=== design 1 ===
### src/rtl/wb_pkg.sv
// ---------------------------------------------------------------------------
// wb_pkg
// Shared types and default sizes for the writeback arbiter slice.
//   wb_entry_t : one pending register-file write {rd, data} at default widths
//   wb_src_e   : identifies which producer (ALU or load unit) was granted
// Optional feature macro used by this slice: WB_FIXED_PRIO_EN
// ---------------------------------------------------------------------------
package wb_pkg;

    localparam int WB_DATA_WIDTH = 64;
    localparam int WB_NUM_REGS   = 32;
    localparam int WB_DEPTH      = 4;

    typedef enum logic {
        WB_SRC_ALU = 1'b0,
        WB_SRC_MEM = 1'b1
    } wb_src_e;

    typedef struct packed {
        logic [$clog2(WB_NUM_REGS)-1:0] rd;
        logic [WB_DATA_WIDTH-1:0]       data;
    } wb_entry_t;

endpackage

### src/rtl/wb_fifo.sv
// ---------------------------------------------------------------------------
// wb_fifo
// Small in-order synchronous FIFO holding pending writeback entries.
// Ports:
//   clk, reset        : clock, asynchronous active-high reset
//   push, push_entry  : enqueue request and the entry to store
//   pop               : dequeue the current head
//   head              : entry at the front of the queue
//   count             : number of stored entries (0..DEPTH)
//   full, empty       : occupancy flags derived from count
// DEPTH must be a power of two so the pointers wrap naturally.
// ---------------------------------------------------------------------------
module wb_fifo
    import wb_pkg::*;
#(
    parameter type entry_t = wb_entry_t,
    parameter int  DEPTH   = WB_DEPTH
) (
    input  logic                       clk,
    input  logic                       reset,
    input  logic                       push,
    input  entry_t                     push_entry,
    input  logic                       pop,
    output entry_t                     head,
    output logic [$clog2(DEPTH+1)-1:0] count,
    output logic                       full,
    output logic                       empty
);

    localparam int PTR_W = $clog2(DEPTH);
    localparam int CNT_W = $clog2(DEPTH+1);

    entry_t             storage [DEPTH];
    logic [PTR_W-1:0]   wr_ptr;
    logic [PTR_W-1:0]   rd_ptr;

    // The storage array carries no reset: an entry is only ever read after
    // it has been written, and the count/pointers below decide validity.
    always_ff @(posedge clk) begin
        if (push) begin
            storage[wr_ptr] <= push_entry;
        end
    end

    // Pointers and occupancy. A simultaneous push and pop leaves the count
    // unchanged; pointers wrap because DEPTH is a power of two.
    always_ff @(posedge clk or posedge reset) begin
        if (reset) begin
            wr_ptr <= '0;
            rd_ptr <= '0;
            count  <= '0;
        end else begin
            if (push) begin
                wr_ptr <= wr_ptr + 1'b1;
            end
            if (pop) begin
                rd_ptr <= rd_ptr + 1'b1;
            end
            case ({push, pop})
                2'b10:   count <= count + 1'b1;
                2'b01:   count <= count - 1'b1;
                default: count <= count;
            endcase
        end
    end

    assign head  = storage[rd_ptr];
    assign full  = (count == CNT_W'(DEPTH));
    assign empty = (count == '0);

endmodule

### src/rtl/wb_arbiter.sv
// ---------------------------------------------------------------------------
// wb_arbiter
// Collects results from the ALU and the load unit, keeps them in program
// (acceptance) order, and issues at most one register-file write per cycle.
// Ports:
//   clk, reset                          : clock, asynchronous active-high reset
//   alu_valid/alu_ready, alu_rd/alu_data: ALU result handshake
//   mem_valid/mem_ready, mem_rd/mem_data: load-unit result handshake
//   wb_stall                            : hold writeback this cycle
//   write_reg/write_data                : registered write port (0/0 = idle)
//   wb_empty                            : nothing buffered and output idle
// Configuration macro: WB_FIXED_PRIO_EN
//   defined   : the load unit always wins a tie, no round-robin state
//   undefined : round-robin between the two sources on ties
// ---------------------------------------------------------------------------
module wb_arbiter
    import wb_pkg::*;
#(
    parameter int DATA_WIDTH   = WB_DATA_WIDTH,
    parameter int NUM_REGS     = WB_NUM_REGS,
    parameter int NUM_REGS_LOG = $clog2(NUM_REGS),
    parameter int DEPTH        = WB_DEPTH
) (
    input  logic                    clk,
    input  logic                    reset,
    input  logic                    alu_valid,
    output logic                    alu_ready,
    input  logic [NUM_REGS_LOG-1:0] alu_rd,
    input  logic [DATA_WIDTH-1:0]   alu_data,
    input  logic                    mem_valid,
    output logic                    mem_ready,
    input  logic [NUM_REGS_LOG-1:0] mem_rd,
    input  logic [DATA_WIDTH-1:0]   mem_data,
    input  logic                    wb_stall,
    output logic [NUM_REGS_LOG-1:0] write_reg,
    output logic [DATA_WIDTH-1:0]   write_data,
    output logic                    wb_empty
);

    typedef struct packed {
        logic [NUM_REGS_LOG-1:0] rd;
        logic [DATA_WIDTH-1:0]   data;
    } entry_t;

    logic                       grant_alu;
    logic                       grant_mem;
    logic                       accept;
    logic                       keep;
    logic                       push;
    logic                       pop;
    entry_t                     acc_entry;
    entry_t                     fifo_head;
    logic [$clog2(DEPTH+1)-1:0] fifo_count;
    logic                       fifo_full;
    logic                       fifo_empty;

`ifndef WB_FIXED_PRIO_EN
    wb_src_e                    rr_last;
`endif

    // Grant selection. A lone valid source always wins; a tie goes either to
    // the load unit (fixed priority) or to whichever source did not win the
    // last completed transfer.
    always_comb begin
        grant_alu = alu_valid;
        grant_mem = mem_valid;
        if (alu_valid && mem_valid) begin
`ifdef WB_FIXED_PRIO_EN
            grant_alu = 1'b0;
            grant_mem = 1'b1;
`else
            grant_alu = (rr_last == WB_SRC_MEM);
            grant_mem = (rr_last == WB_SRC_ALU);
`endif
        end
    end

    // Ready looks only at the current occupancy, so a pop happening in the
    // same cycle does not open a slot until the next cycle.
    assign alu_ready = grant_alu && !fifo_full;
    assign mem_ready = grant_mem && !fifo_full;
    assign accept    = alu_ready || mem_ready;

    // Entry from the granted source. Writes to register 0 still complete the
    // handshake but are dropped here so they never reach the queue or port.
    always_comb begin
        acc_entry.rd   = mem_rd;
        acc_entry.data = mem_data;
        if (grant_alu) begin
            acc_entry.rd   = alu_rd;
            acc_entry.data = alu_data;
        end
    end

    assign keep = accept && (acc_entry.rd != '0);

    // The head leaves whenever writeback is not stalled. A kept entry goes
    // into the queue unless it can bypass straight to the output, which is
    // only legal when nothing older is waiting and writeback is free.
    assign pop  = !wb_stall && !fifo_empty;
    assign push = keep && (wb_stall || !fifo_empty);

    wb_fifo #(
        .entry_t (entry_t),
        .DEPTH   (DEPTH)
    ) u_fifo (
        .clk        (clk),
        .reset      (reset),
        .push       (push),
        .push_entry (acc_entry),
        .pop        (pop),
        .head       (fifo_head),
        .count      (fifo_count),
        .full       (fifo_full),
        .empty      (fifo_empty)
    );

`ifndef WB_FIXED_PRIO_EN
    // Remember the winner of the last completed transfer (discarded rd==0
    // transfers count too). Starting at MEM lets the ALU win the first tie.
    always_ff @(posedge clk or posedge reset) begin
        if (reset) begin
            rr_last <= WB_SRC_MEM;
        end else if (accept) begin
            rr_last <= grant_alu ? WB_SRC_ALU : WB_SRC_MEM;
        end
    end
`endif

    // Output register. Stall forces an idle write; otherwise the oldest
    // buffered entry goes first, then a bypassing fresh entry, else idle.
    always_ff @(posedge clk or posedge reset) begin
        if (reset) begin
            write_reg  <= '0;
            write_data <= '0;
        end else if (wb_stall) begin
            write_reg  <= '0;
            write_data <= '0;
        end else if (!fifo_empty) begin
            write_reg  <= fifo_head.rd;
            write_data <= fifo_head.data;
        end else if (keep) begin
            write_reg  <= acc_entry.rd;
            write_data <= acc_entry.data;
        end else begin
            write_reg  <= '0;
            write_data <= '0;
        end
    end

    assign wb_empty = (fifo_count == '0) && (write_reg == '0);

endmodule
### config.mk
export PLATFORM = sky130hd
export DESIGN_NAME = wb_arbiter
export DESIGN_NICKNAME = d
export VERILOG_FILES = /design/src/rtl/wb_pkg.sv /design/src/rtl/wb_fifo.sv /design/src/rtl/wb_arbiter.sv
export SDC_FILE = /design/constraint.sdc
export NUM_CORES = 1
export LEC_CHECK = 0
export CAP_MARGIN = 25
export CORE_MARGIN = 1.5
export CORE_UTILIZATION = 54
export CTS_CLUSTER_DIAMETER = 60
export DETAILED_ROUTE_END_ITERATION = 6
export HOLD_SLACK_MARGIN = 0.03
export PLACE_DENSITY = 0.82
export SETUP_SLACK_MARGIN = 0.4
export SLEW_MARGIN = 5
export SYNTH_ARGS = -nofsm -noshare
export SYNTH_HDL_FRONTEND = slang
export SYNTH_SLANG_ARGS = --single-unit
### constraint.sdc
create_clock -name clk -period 3.7 [get_ports clk]
set_clock_uncertainty 0.15 [all_clocks]
set_input_delay 0.74 -clock clk [delete_from_list [all_inputs] [get_ports clk]]
set_output_delay 0.74 -clock clk [all_outputs]
set_load 0.05 [all_outputs]
=== design 2 ===
[config.mk]
export PLATFORM = sky130hd
export DESIGN_NAME = fetch_decode_stage
export DESIGN_NICKNAME = d
export VERILOG_FILES = /design/src/rtl/mips86_pkg.sv /design/src/rtl/opcode_field_decoder.sv /design/src/rtl/fetch_decode_stage.sv
export SDC_FILE = /design/constraint.sdc
export NUM_CORES = 1
export LEC_CHECK = 0
export CAP_MARGIN = 20
export CORE_MARGIN = 2
export CORE_UTILIZATION = 43
export DETAILED_ROUTE_END_ITERATION = 6
export GPL_TIMING_DRIVEN = 0
export PLACE_DENSITY = 0.86
export SYNTH_ARGS = -nofsm -noshare
export SYNTH_HDL_FRONTEND = slang
export SYNTH_SLANG_ARGS = --single-unit
[constraint.sdc]
create_clock -name clk -period 5.9 [get_ports clk]
set_clock_uncertainty 0.2 [all_clocks]
set_input_delay 1.18 -clock clk [delete_from_list [all_inputs] [get_ports clk]]
set_output_delay 1.18 -clock clk [all_outputs]
set_load 0.05 [all_outputs]
[src/rtl/mips86_pkg.sv]
// Shared definitions for the mips86 front end: fetch FSM states, instruction
// classes and the major-opcode ranges that have no implementation.
package mips86_pkg;

  typedef enum logic [2:0] {
    ST_IDLE       = 3'd0,
    ST_LAUNCH     = 3'd1,
    ST_WAIT_START = 3'd2,
    ST_WAIT_DONE  = 3'd3,
    ST_HOLD       = 3'd4,
    ST_DRAIN      = 3'd5
  } fetch_state_e;

  typedef enum logic [1:0] {
    CLASS_R = 2'd0,
    CLASS_I = 2'd1,
    CLASS_J = 2'd2
  } instr_class_e;

  localparam logic [5:0] OP_SPECIAL = 6'd0;
  localparam logic [5:0] OP_J       = 6'd2;
  localparam logic [5:0] OP_JAL     = 6'd3;
  localparam logic [5:0] OP_ANDI    = 6'd12;
  localparam logic [5:0] OP_ORI     = 6'd13;
  localparam logic [5:0] OP_XORI    = 6'd14;

  localparam logic [5:0] ILLEGAL_LO_MIN = 6'd16;
  localparam logic [5:0] ILLEGAL_LO_MAX = 6'd31;
  localparam logic [5:0] ILLEGAL_HI_MIN = 6'd48;

  function automatic logic is_illegal_op(input logic [5:0] op);
    return ((op >= ILLEGAL_LO_MIN) && (op <= ILLEGAL_LO_MAX)) || (op >= ILLEGAL_HI_MIN);
  endfunction

endpackage

[src/rtl/opcode_field_decoder.sv]
// Purely combinational split of a 32-bit opcode into class, register fields,
// extended immediate, jump target and an unsupported-opcode flag.
module opcode_field_decoder
  import mips86_pkg::*;
(
  input  logic [31:0] opcode,
  output logic [1:0]  op_class,
  output logic [4:0]  rs,
  output logic [4:0]  rt,
  output logic [4:0]  rd,
  output logic [4:0]  shamt,
  output logic [5:0]  funct,
  output logic [31:0] imm,
  output logic [25:0] target,
  output logic        illegal
);

  logic [5:0] major;

  always_comb begin
    major  = opcode[31:26];
    rs     = opcode[25:21];
    rt     = opcode[20:16];
    rd     = opcode[15:11];
    shamt  = opcode[10:6];
    funct  = opcode[5:0];
    target = opcode[25:0];

    if (major == OP_SPECIAL) begin
      op_class = CLASS_R;
    end else if ((major == OP_J) || (major == OP_JAL)) begin
      op_class = CLASS_J;
    end else begin
      op_class = CLASS_I;
    end

    // Logical immediates are unsigned; everything else sign-extends.
    if ((major == OP_ANDI) || (major == OP_ORI) || (major == OP_XORI)) begin
      imm = {16'h0000, opcode[15:0]};
    end else begin
      imm = {{16{opcode[15]}}, opcode[15:0]};
    end

    illegal = is_illegal_op(major);
  end

endmodule

[src/rtl/fetch_decode_stage.sv]
// Fetch/decode stage: launches one opcode-buffer fetch at a time, decodes the
// result into a held output slot, and honours branch redirects at any time.
//
// Handshake: the held instruction transfers on a clock edge where out_valid
// and out_ready are both 1; out_* stay stable while out_valid=1 and
// out_ready=0. A redirect on the same edge wins and drops the instruction.
module fetch_decode_stage
  import mips86_pkg::*;
#(
  parameter int                         ADDRESS_WIDTH = 32,
  parameter int                         WORD_WIDTH    = 32,
  parameter logic [ADDRESS_WIDTH-1:0]   RESET_IP      = '0
) (
  input  logic                     clk,
  input  logic                     reset,
  input  logic                     fetch_busy,
  input  logic [WORD_WIDTH-1:0]    fetch_opcode,
  output logic                     start_loading,
  output logic [ADDRESS_WIDTH-1:0] ip,
  input  logic                     redirect_valid,
  input  logic [ADDRESS_WIDTH-1:0] redirect_target,
  input  logic                     out_ready,
  output logic                     out_valid,
  output logic [ADDRESS_WIDTH-1:0] out_pc,
  output logic [WORD_WIDTH-1:0]    out_opcode,
  output logic [1:0]               out_class,
  output logic [4:0]               out_rs,
  output logic [4:0]               out_rt,
  output logic [4:0]               out_rd,
  output logic [4:0]               out_shamt,
  output logic [5:0]               out_funct,
  output logic [31:0]              out_imm,
  output logic [25:0]              out_target,
  output logic                     out_illegal,
  output fetch_state_e             state_dbg
);

  fetch_state_e state, state_next;
  logic         capture;

  logic [1:0]  dec_class;
  logic [4:0]  dec_rs, dec_rt, dec_rd, dec_shamt;
  logic [5:0]  dec_funct;
  logic [31:0] dec_imm;
  logic [25:0] dec_target;
  logic        dec_illegal;

  opcode_field_decoder u_decoder (
    .opcode   (fetch_opcode[31:0]),
    .op_class (dec_class),
    .rs       (dec_rs),
    .rt       (dec_rt),
    .rd       (dec_rd),
    .shamt    (dec_shamt),
    .funct    (dec_funct),
    .imm      (dec_imm),
    .target   (dec_target),
    .illegal  (dec_illegal)
  );

  assign capture   = (state == ST_WAIT_DONE) && !fetch_busy;
  assign state_dbg = state;

  // A redirect in LAUNCH suppresses the pulse so the buffer never starts a
  // fetch from the stale ip; the pulse is reissued next cycle from the new ip.
  assign start_loading = (state == ST_LAUNCH) && !redirect_valid && !reset;

  always_comb begin
    state_next = state;
    if (redirect_valid) begin
      case (state)
        ST_WAIT_START, ST_WAIT_DONE, ST_DRAIN: state_next = ST_DRAIN;
        default:                               state_next = ST_LAUNCH;
      endcase
    end else begin
      case (state)
        ST_IDLE:       state_next = ST_LAUNCH;
        ST_LAUNCH:     state_next = ST_WAIT_START;
        ST_WAIT_START: if (fetch_busy)  state_next = ST_WAIT_DONE;
        ST_WAIT_DONE:  if (!fetch_busy) state_next = ST_HOLD;
        ST_HOLD:       if (out_ready)   state_next = ST_LAUNCH;
        ST_DRAIN:      if (!fetch_busy) state_next = ST_LAUNCH;
        default:       state_next = ST_IDLE;
      endcase
    end
  end

  always_ff @(posedge clk) begin
    if (reset) begin
      state       <= ST_IDLE;
      ip          <= RESET_IP;
      out_valid   <= 1'b0;
      out_pc      <= '0;
      out_opcode  <= '0;
      out_class   <= '0;
      out_rs      <= '0;
      out_rt      <= '0;
      out_rd      <= '0;
      out_shamt   <= '0;
      out_funct   <= '0;
      out_imm     <= '0;
      out_target  <= '0;
      out_illegal <= 1'b0;
    end else begin
      state <= state_next;
      if (redirect_valid) begin
        ip        <= redirect_target & ~ADDRESS_WIDTH'(3);
        out_valid <= 1'b0;
      end else if (capture) begin
        ip          <= ip + ADDRESS_WIDTH'(4);
        out_valid   <= 1'b1;
        out_pc      <= ip;
        out_opcode  <= fetch_opcode;
        out_class   <= dec_class;
        out_rs      <= dec_rs;
        out_rt      <= dec_rt;
        out_rd      <= dec_rd;
        out_shamt   <= dec_shamt;
        out_funct   <= dec_funct;
        out_imm     <= dec_imm;
        out_target  <= dec_target;
        out_illegal <= dec_illegal;
      end else if ((state == ST_HOLD) && out_ready) begin
        out_valid <= 1'b0;
      end
    end
  end

endmodule
=== design 3 ===
`config.mk`:
```
export PLATFORM = sky130hd
export DESIGN_NAME = mb2ip_regbank_flat
export DESIGN_NICKNAME = d
export VERILOG_FILES = /design/src/rtl/mb2ip_regbank_pkg.sv /design/src/rtl/mb2ip_regbank_if.sv /design/src/rtl/mb2ip_regbank_reg_word.sv /design/src/rtl/mb2ip_regbank.sv /design/src/flat_wrapper.sv
export SDC_FILE = /design/constraint.sdc
export NUM_CORES = 1
export LEC_CHECK = 0
export CORE_AREA = 2 2 444 446
export CTS_CLUSTER_DIAMETER = 120
export DETAILED_ROUTE_END_ITERATION = 16
export DIE_AREA = 0 0 446 448
export HOLD_SLACK_MARGIN = 0.03
export PLACE_DENSITY = 0.41
export SLEW_MARGIN = 15
export SYNTH_ARGS = -nofsm -noshare
export SYNTH_HDL_FRONTEND = slang
export SYNTH_SLANG_ARGS = --single-unit
export TNS_END_PERCENT = 10
```
`constraint.sdc`:
```
create_clock -name MB2IP_Clk -period 26.1 [get_ports MB2IP_Clk]
set_clock_uncertainty 0.1 [all_clocks]
set_input_delay 3.915 -clock MB2IP_Clk [delete_from_list [all_inputs] [get_ports MB2IP_Clk]]
set_output_delay 3.915 -clock MB2IP_Clk [all_outputs]
set_load 0.02 [all_outputs]
```
`src/rtl/mb2ip_regbank_pkg.sv`:
```
// Shared types and helpers for the MB2IP register bank.
package mb2ip_pkg;

    typedef enum logic [1:0] {IDLE, WAIT, ACK, HOLD} state_t;

    // Ceiling log2, never less than 1 so index fields stay at least one bit wide.
    function automatic int clog2(input int n);
        int r;
        r = 0;
        while ((1 << r) < n) r++;
        return (r < 1) ? 1 : r;
    endfunction

    // Bit offset of word (c,i) inside a flattened region/word bus.
    function automatic int word_off(input int c, input int i, input int nregs, input int dw);
        return (c * nregs + i) * dw;
    endfunction

    // True when exactly one bit is set; chip-select vectors are at most 8 wide.
    function automatic logic onehot8(input logic [7:0] v);
        return (v != 8'd0) && ((v & (v - 8'd1)) == 8'd0);
    endfunction

endpackage

```
`src/rtl/mb2ip_regbank_if.sv`:
```
// MB2IP/IP2MB register bus as seen between the MicroBlaze bridge and a slave.
interface mb2ip_regbank_if #(
    parameter int ADDR_W = 32,
    parameter int DATA_W = 32,
    parameter int NUM_CS = 2
);
    logic [NUM_CS-1:0]   MB2IP_CS;
    logic                MB2IP_RNW;
    logic [ADDR_W-1:0]   MB2IP_Addr;
    logic [DATA_W-1:0]   MB2IP_Data;
    logic [DATA_W/8-1:0] MB2IP_BE;
    logic [DATA_W-1:0]   IP2MB_Data;
    logic                IP2MB_RdAck;
    logic                IP2MB_WrAck;
    logic                IP2MB_Error;

    modport master (
        output MB2IP_CS, MB2IP_RNW, MB2IP_Addr, MB2IP_Data, MB2IP_BE,
        input  IP2MB_Data, IP2MB_RdAck, IP2MB_WrAck, IP2MB_Error
    );

    modport slave (
        input  MB2IP_CS, MB2IP_RNW, MB2IP_Addr, MB2IP_Data, MB2IP_BE,
        output IP2MB_Data, IP2MB_RdAck, IP2MB_WrAck, IP2MB_Error
    );
endinterface

```
`src/rtl/mb2ip_regbank_reg_word.sv`:
```
// One byte-enabled control word with asynchronous reset to a fixed value.
module mb2ip_reg_word #(
    parameter int                DATA_W  = 32,
    parameter logic [DATA_W-1:0] RST_VAL = '0
) (
    input  logic                clk,
    input  logic                rst,
    input  logic                we,
    input  logic [DATA_W/8-1:0] be,
    input  logic [DATA_W-1:0]   d,
    output logic [DATA_W-1:0]   q
);
    // Merge enabled bytes of d into the stored word on a write.
    always_ff @(posedge clk or posedge rst) begin
        if (rst) begin
            q <= RST_VAL;
        end else if (we) begin
            for (int k = 0; k < DATA_W / 8; k++)
                if (be[k]) q[8*k +: 8] <= d[8*k +: 8];
        end
    end
endmodule

```
`src/rtl/mb2ip_regbank.sv`:
```
// Generic MB2IP slave: NUM_CS regions of NUM_REGS words, control or status per region.
module mb2ip_regbank
    import mb2ip_pkg::*;
#(
    parameter int                DATA_W   = 32,
    parameter int                ADDR_W   = 32,
    parameter int                NUM_CS   = 2,
    parameter int                NUM_REGS = 8,
    parameter int                BASE_LSB = 2,
    parameter int                ACK_LAT  = 1,
    parameter logic [7:0]        RO_MASK  = 8'b10,
    parameter logic [DATA_W-1:0] RST_VAL  = '0
) (
    input  logic                                MB2IP_Clk,
    input  logic                                MB2IP_Reset,
    mb2ip_regbank_if.slave                      bus,
    output logic [NUM_CS*NUM_REGS*DATA_W-1:0]   ctrl_q,
    output logic [NUM_CS*NUM_REGS-1:0]          wr_stb,
    input  logic [NUM_CS*NUM_REGS*DATA_W-1:0]   status_i
);
    localparam int IDX_W = clog2(NUM_REGS);
    localparam int CS_W  = clog2(NUM_CS);
    localparam int BE_W  = DATA_W / 8;
    localparam int NW    = NUM_CS * NUM_REGS;

    state_t              state;
    logic [3:0]          cnt_q;
    logic [CS_W-1:0]     region_q, live_region, cur_region;
    logic [IDX_W-1:0]    idx_q, live_idx, cur_idx;
    logic                rnw_q, err_q, live_err, cur_rnw, cur_err;
    logic [DATA_W-1:0]   data_q, cur_data, rd_word, rd_data;
    logic [BE_W-1:0]     be_q, cur_be;
    logic                any_cs, go_ack, rd_ack, wr_ack, err_out;
    logic [NW-1:0]       wr_en;
    int                  cur_word;

    assign any_cs   = |bus.MB2IP_CS;
    assign live_idx = bus.MB2IP_Addr[BASE_LSB +: IDX_W];

    // Decode the live request: lowest selected region and the error conditions.
    always_comb begin
        live_region = '0;
        for (int c = NUM_CS - 1; c >= 0; c--)
            if (bus.MB2IP_CS[c]) live_region = CS_W'(c);
        live_err = !onehot8(8'(bus.MB2IP_CS))
                || (int'(live_idx) >= NUM_REGS)
                || ((bus.MB2IP_Addr & ADDR_W'((1 << BASE_LSB) - 1)) != '0)
                || (!bus.MB2IP_RNW && RO_MASK[live_region]);
    end

    // With ACK_LAT=1 the ack is issued straight from IDLE, so use the live
    // request there and the latched copy once the FSM has moved on.
    always_comb begin
        if (state == IDLE) begin
            cur_region = live_region;
            cur_idx    = live_idx;
            cur_rnw    = bus.MB2IP_RNW;
            cur_err    = live_err;
            cur_data   = bus.MB2IP_Data;
            cur_be     = bus.MB2IP_BE;
        end else begin
            cur_region = region_q;
            cur_idx    = idx_q;
            cur_rnw    = rnw_q;
            cur_err    = err_q;
            cur_data   = data_q;
            cur_be     = be_q;
        end
        // Errored accesses never touch a word, so pin the index in range.
        cur_word = cur_err ? 0 : int'(cur_region) * NUM_REGS + int'(cur_idx);
        go_ack   = any_cs && (((state == IDLE) && (ACK_LAT == 1)) ||
                              ((state == WAIT) && (cnt_q == 4'd1)));
        rd_word  = RO_MASK[cur_region] ? status_i[word_off(int'(cur_region), int'(cur_idx), NUM_REGS, DATA_W) +: DATA_W]
                                       : ctrl_q[word_off(int'(cur_region), int'(cur_idx), NUM_REGS, DATA_W) +: DATA_W];
        for (int w = 0; w < NW; w++)
            wr_en[w] = go_ack && !cur_rnw && !cur_err && (cur_word == w);
    end

    // Transaction FSM with registered ack, error, read data and write strobes.
    always_ff @(posedge MB2IP_Clk or posedge MB2IP_Reset) begin
        if (MB2IP_Reset) begin
            state    <= IDLE;
            cnt_q    <= '0;
            region_q <= '0;
            idx_q    <= '0;
            rnw_q    <= 1'b0;
            err_q    <= 1'b0;
            data_q   <= '0;
            be_q     <= '0;
            rd_ack   <= 1'b0;
            wr_ack   <= 1'b0;
            err_out  <= 1'b0;
            rd_data  <= '0;
            wr_stb   <= '0;
        end else begin
            rd_ack  <= go_ack && cur_rnw;
            wr_ack  <= go_ack && !cur_rnw;
            err_out <= go_ack && cur_err;
            rd_data <= (go_ack && cur_rnw && !cur_err) ? rd_word : '0;
            wr_stb  <= wr_en;
            case (state)
                IDLE: if (any_cs) begin
                    region_q <= live_region;
                    idx_q    <= live_idx;
                    rnw_q    <= bus.MB2IP_RNW;
                    err_q    <= live_err;
                    data_q   <= bus.MB2IP_Data;
                    be_q     <= bus.MB2IP_BE;
                    if (ACK_LAT == 1) begin
                        state <= ACK;
                    end else begin
                        state <= WAIT;
                        cnt_q <= 4'(ACK_LAT - 1);
                    end
                end
                WAIT: begin
                    if (!any_cs)             state <= IDLE;
                    else if (cnt_q == 4'd1)  state <= ACK;
                    else                     cnt_q <= cnt_q - 4'd1;
                end
                ACK:  state <= HOLD;
                HOLD: if (!any_cs) state <= IDLE;
                default: state <= IDLE;
            endcase
        end
    end

    assign bus.IP2MB_RdAck = rd_ack;
    assign bus.IP2MB_WrAck = wr_ack;
    assign bus.IP2MB_Error = err_out;
    assign bus.IP2MB_Data  = rd_data;

    // Control words for RW regions; RO regions expose zero on ctrl_q.
    for (genvar c = 0; c < NUM_CS; c++) begin : g_cs
        for (genvar i = 0; i < NUM_REGS; i++) begin : g_word
            localparam int W = c * NUM_REGS + i;
            if (RO_MASK[c]) begin : g_ro
                assign ctrl_q[W*DATA_W +: DATA_W] = '0;
            end else begin : g_rw
                mb2ip_reg_word #(.DATA_W(DATA_W), .RST_VAL(RST_VAL)) u_word (
                    .clk (MB2IP_Clk),
                    .rst (MB2IP_Reset),
                    .we  (wr_en[W]),
                    .be  (cur_be),
                    .d   (cur_data),
                    .q   (ctrl_q[W*DATA_W +: DATA_W])
                );
            end
        end
    end
endmodule
```
`src/flat_wrapper.sv`:
```
// flat-port wrapper written by rule: the top's interface ports become plain ports
module mb2ip_regbank_flat import mb2ip_pkg::*;
#(
    parameter int                DATA_W   = 32,
    parameter int                ADDR_W   = 32,
    parameter int                NUM_CS   = 2,
    parameter int                NUM_REGS = 8,
    parameter int                BASE_LSB = 2,
    parameter int                ACK_LAT  = 1,
    parameter logic [7:0]        RO_MASK  = 8'b10,
    parameter logic [DATA_W-1:0] RST_VAL  = '0
)
  (MB2IP_Clk, MB2IP_Reset, ctrl_q, wr_stb, status_i, bus_MB2IP_CS, bus_MB2IP_RNW, bus_MB2IP_Addr, bus_MB2IP_Data, bus_MB2IP_BE, bus_IP2MB_Data, bus_IP2MB_RdAck, bus_IP2MB_WrAck, bus_IP2MB_Error);
  mb2ip_regbank_if #(.ADDR_W(ADDR_W), .DATA_W(DATA_W), .NUM_CS(NUM_CS)) bus_i ();
  input  logic MB2IP_Clk;
  input  logic MB2IP_Reset;
  output logic [NUM_CS*NUM_REGS*DATA_W-1:0] ctrl_q;
  output logic [NUM_CS*NUM_REGS-1:0] wr_stb;
  input  logic [NUM_CS*NUM_REGS*DATA_W-1:0] status_i;
  input wire logic [$bits(bus_i.MB2IP_CS)-1:0] bus_MB2IP_CS;
  input wire logic [$bits(bus_i.MB2IP_RNW)-1:0] bus_MB2IP_RNW;
  input wire logic [$bits(bus_i.MB2IP_Addr)-1:0] bus_MB2IP_Addr;
  input wire logic [$bits(bus_i.MB2IP_Data)-1:0] bus_MB2IP_Data;
  input wire logic [$bits(bus_i.MB2IP_BE)-1:0] bus_MB2IP_BE;
  output wire logic [$bits(bus_i.IP2MB_Data)-1:0] bus_IP2MB_Data;
  output wire logic [$bits(bus_i.IP2MB_RdAck)-1:0] bus_IP2MB_RdAck;
  output wire logic [$bits(bus_i.IP2MB_WrAck)-1:0] bus_IP2MB_WrAck;
  output wire logic [$bits(bus_i.IP2MB_Error)-1:0] bus_IP2MB_Error;
  assign bus_i.MB2IP_CS = bus_MB2IP_CS;
  assign bus_i.MB2IP_RNW = bus_MB2IP_RNW;
  assign bus_i.MB2IP_Addr = bus_MB2IP_Addr;
  assign bus_i.MB2IP_Data = bus_MB2IP_Data;
  assign bus_i.MB2IP_BE = bus_MB2IP_BE;
  assign bus_IP2MB_Data = bus_i.IP2MB_Data;
  assign bus_IP2MB_RdAck = bus_i.IP2MB_RdAck;
  assign bus_IP2MB_WrAck = bus_i.IP2MB_WrAck;
  assign bus_IP2MB_Error = bus_i.IP2MB_Error;
  mb2ip_regbank #(.DATA_W(DATA_W), .ADDR_W(ADDR_W), .NUM_CS(NUM_CS), .NUM_REGS(NUM_REGS), .BASE_LSB(BASE_LSB), .ACK_LAT(ACK_LAT), .RO_MASK(RO_MASK), .RST_VAL(RST_VAL)) u_core (.MB2IP_Clk(MB2IP_Clk), .MB2IP_Reset(MB2IP_Reset), .bus(bus_i), .ctrl_q(ctrl_q), .wr_stb(wr_stb), .status_i(status_i));
endmodule
```
Figure 1. M3 wires (design 1).
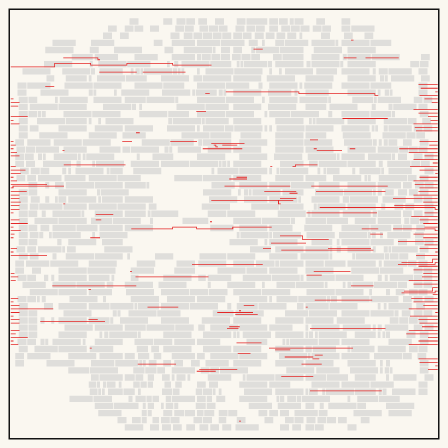
nets with wire on the layer	172
wire length on this layer	1830 um
longest straight run	43.9 um
share of all routed wire	6.6%
main direction	horizontal

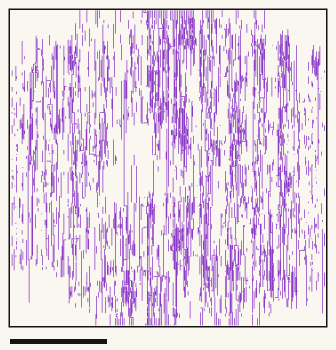
Figure 2: design 1, metal 2.
Bar = 50 um.
wire length on this layer	14300 um
share of all routed wire	51%
longest straight run	65.2 um
nets with wire on the layer	1010
main direction	vertical

==> impl_metrics.toml, design 1 <==
# yosys + openroad results
[cts]
clockRootBuffer = "clkbuf_16"
clk_latency_ns = 0.51

[yosys]
synthArstFlopShare = 0.218
synth.distinct_cells = 33
ys_sh_adder = 0.00594
synth_area_leader_cell = "edfxtp_1"

[sta]
finalHoldViolCount = 0

[cells_and_area]
seq_area_frac = 0.572
fin_nets = 1166

[placed_design]
port_buffers = 214
dp_hpwl_mm = 17.4

[power]
top_power_group = "registers"

[worst_hold_path]
min_path_cells = 2

[route]
drt_iter0_markers = 417
wl_mm = 27.9

[worst_setup_path]
critPathLaunchType = "flop"
endpoint = "wb_empty"

[grt]
antenna_found_initial = 0

[run_status]
run_status = "finished, final reports clean"
==> design 1: critical path, cell delays in order, from the launching register on <==
cell	delay, ns
dfrtp_1	0.44
nor3_4	0.44
nand2_1	0.09
nor2_1	0.10
dlygate4sd2_1	0.53
==> design 1: timing repair <==
action	CTS	global route
setup endpoints to repair	1	0
hold buffers	0	0
gates resized	1	0
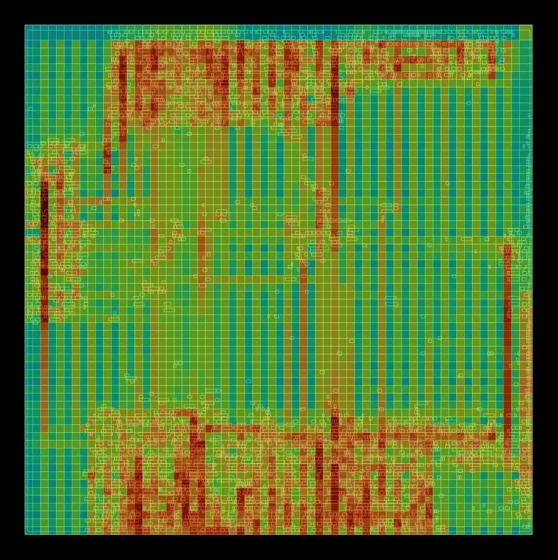
Figure 3: design 3, routing congestion map.
total track usage: 0.163
average wire per standard cell: 29.3 um
Finished Core Util: 0.177
met3 Resource Use GR: 0.0457

==> impl_metrics.toml, design 3 <==
# yosys + openroad results
[run_status]
run_status = "finished, final reports clean"

[cells_and_area]
design.seq.count = 355
largest_class = "multi-input combinational cells"

[yosys]
synth_flops = 355
yosys-top-cells-count = "nand2_1, dfrtp_1, buf_4"
area_leaders = "dfrtp_1, buf_4, mux2_2"

[cts]
clkSlewWorstSetupHoldPaths_ns = 0.06
cts_setup_buffers = 0

[worst_setup_path]
regToRegStartpoint = "u_core.state[0]$_DFFE_PP0P_"
crit_fanout = 85
cp_cell_sequence = "clkdlybuf4s50_1 -> inv_1 -> ha_1 -> or3b_2 -> nand2_4 -> buf_12 -> buf_4 -> mux2i_1 -> a222oi_1 -> nand3_1 -> o211ai_1"

[floorplan]
dieArea_mm2 = 0.200
nWellTaps = 2542

[placed_design]
port_buffers = 838
dp_hpwl_mm = 136
[design 3: per-stage QoR]
step                      std cells  utilization  hold WS, ns  power, mW
final                          5835        0.177        0.393       3.22
after global routing           5825        0.177        0.436       3.39
after CTS                      5807        0.176        0.391       3.28
after detailed placement       5712        0.167        0.384       2.51
after global placement         5712        0.167        0.380       2.50
after floorplan                2678            -        0.357       1.60
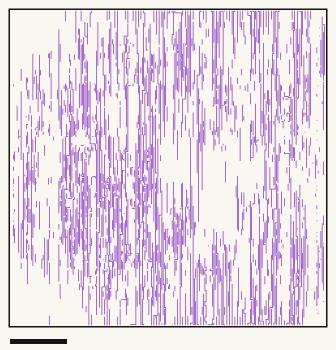
Figure 4: design 2, metal 2.
Bar = 20 um.
nets with wire on the layer	814
wire length on this layer	8480 um
main direction	vertical
share of all routed wire	51%
longest straight run	46.9 um

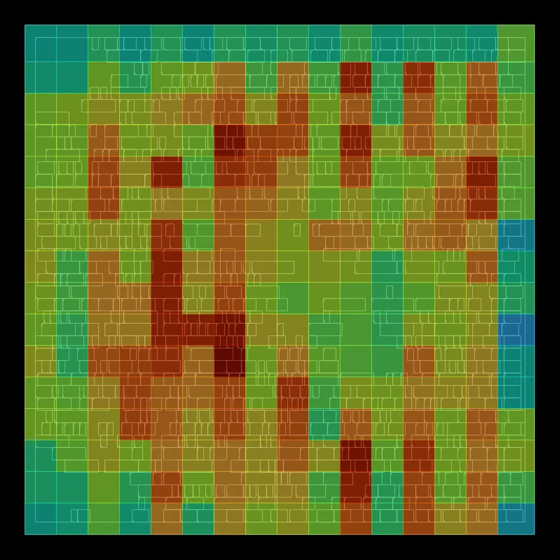
Figure 5: design 2, routing congestion map.
total track usage: 0.259
Finished Core Util: 0.698
Most Used Layer, Global Route: met2
met3 Resource Use GR: 0.0533

==> impl_metrics.toml, design 2 <==
# yosys + openroad results
[power]
power_density_mw_per_mm2 = 191
pwr-share-seq = 0.476
power_frac_comb = 0.168

[sta]
rsz0062_at_grt = "false"
finalSetupViolCount = 0
fin_crit_ns = 4.68
finalHoldWorstSlack_ns = 0.253

[cts]
cts_resized = 0
clk_latency_ns = 0.33

[yosys]
area_leaders = "dfxtp_1, buf_4, nand2_1"
synth_flops = 100
simple_gate_share = 0.243
yosys.stat.chipArea_mm2 = 0.00497
aoi_share = 0.164
yosys_warnings = 0
synthArstFlopShare = 0
top_area_frac = 0.403
ys_sh_adder = 0.00252

[placed_design]
dp_hpwl_mm = 12.8
place_area_mm2 = 0.00767

[route]
remaining_drc_errors = 0

[grt]
grt_start_max_net_pins = 18
use_met1 = 0.319

[worst_setup_path]
required_ns = 4.52
critPathLaunchType = "primary input"

[cells_and_area]
layout.cells.most_common = "clkdlybuf4s50_1"
syn2layout_area_growth_pct = 59.5

[run_status]
run_status = "finished, final reports clean"
==> design 2: layout make-up <==
| type | instances | area, um^2 |
|---|---|---|
| Timing Repair Buffer | 250 | 2500 |
| Clock buffer | 15 | 258 |
| Multi-Input combinational cell | 399 | 2110 |
| Sequential cell | 100 | 2000 |
| Inverter | 12 | 45.0 |
| Buffer | 129 | 827 |
| Clock inverter | 1 | 7.51 |
| Tap cell | 143 | 179 |
| Fill cell | 931 | 3440 |
==> design 2: registers in the layout, summed over array words and instances (netlist names) <==
register,cells
ip,30
out_pc,30
out_opcode,32
out_illegal,1
out_imm,1
out_class,2
state_dbg,3
out_valid,1


==> notes/layouts.md <==
Pictures saved along the way, in no particular order.

Signal wires on met4.
Plate I
Bar = 20 um. Supply wires on this layer in gray.
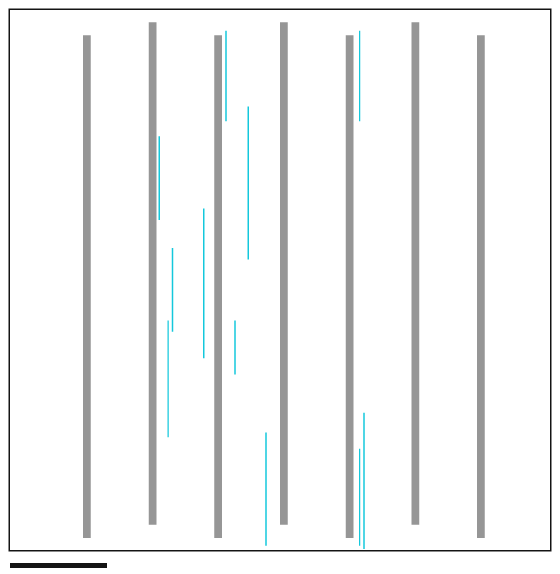
Plate II
Bar = 100 um. Supply wires on this layer in gray.
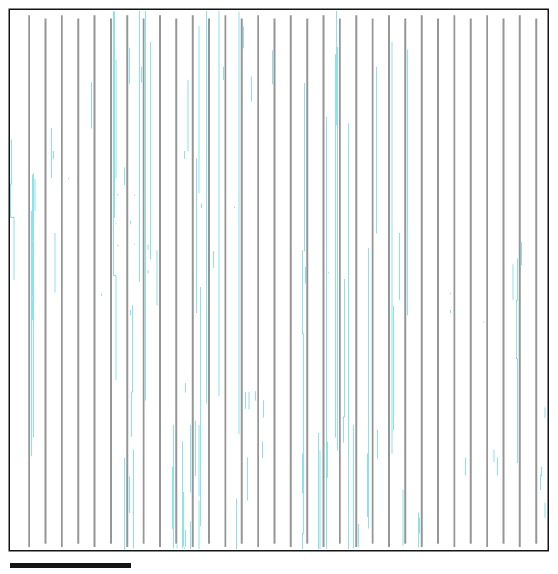
Plate III
Bar = 50 um. Supply wires on this layer in gray.
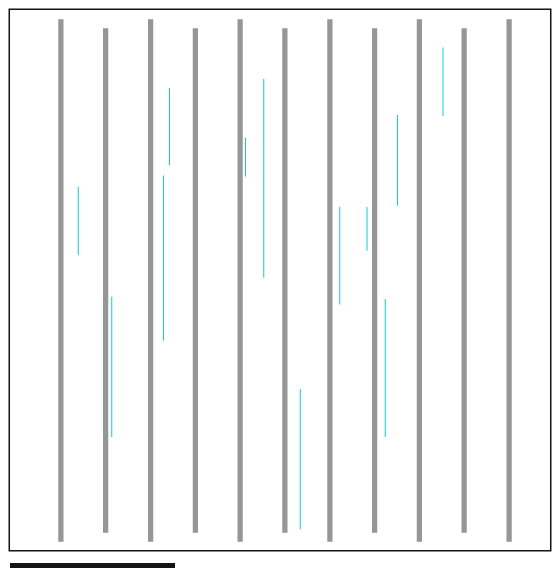
Design 2 is Plate I.
Design 3 is Plate II.
Design 1 is Plate III.
- largest die: Plate II
- smallest die: Plate I


==> notes/layouts.md <==
Pictures saved along the way, in no particular order.

Metal 1.
(a)
Bar = 100 um. Supply wires on this layer in gray.
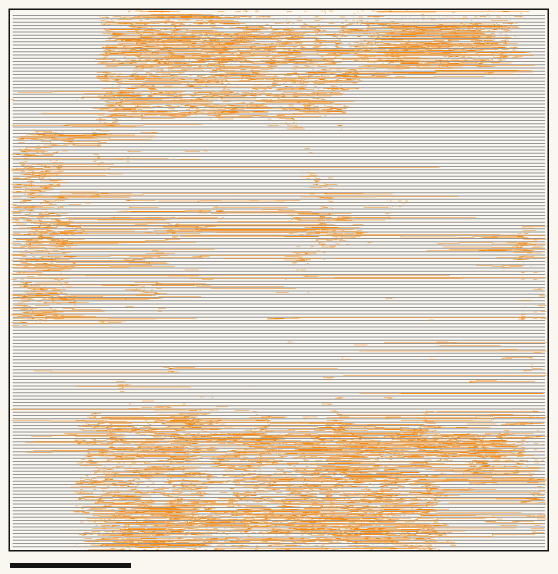
(b)
Bar = 20 um. Supply wires on this layer in gray.
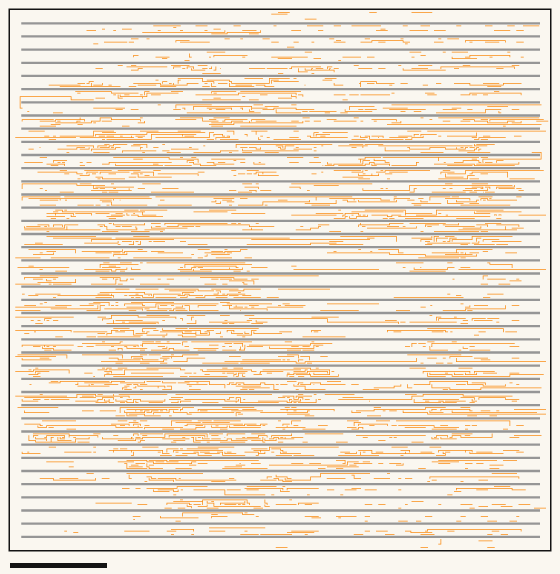
(c)
Bar = 50 um. Supply wires on this layer in gray.
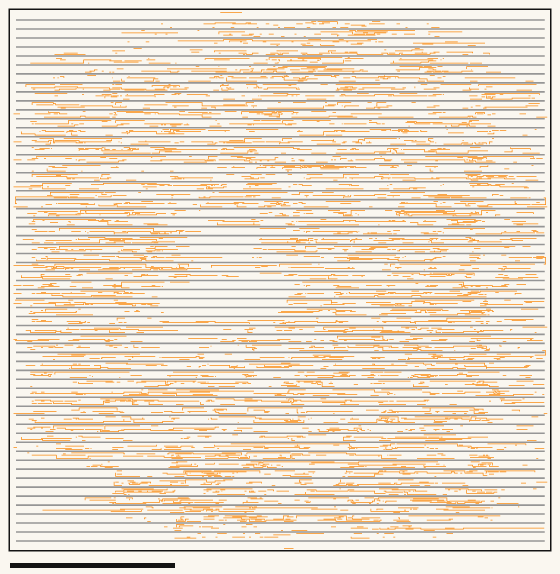
(c) comes from design 1.
(a) comes from design 3.
(b) comes from design 2.
Of these, smallest die: (b)

Power and IR drop assume default switching activity.
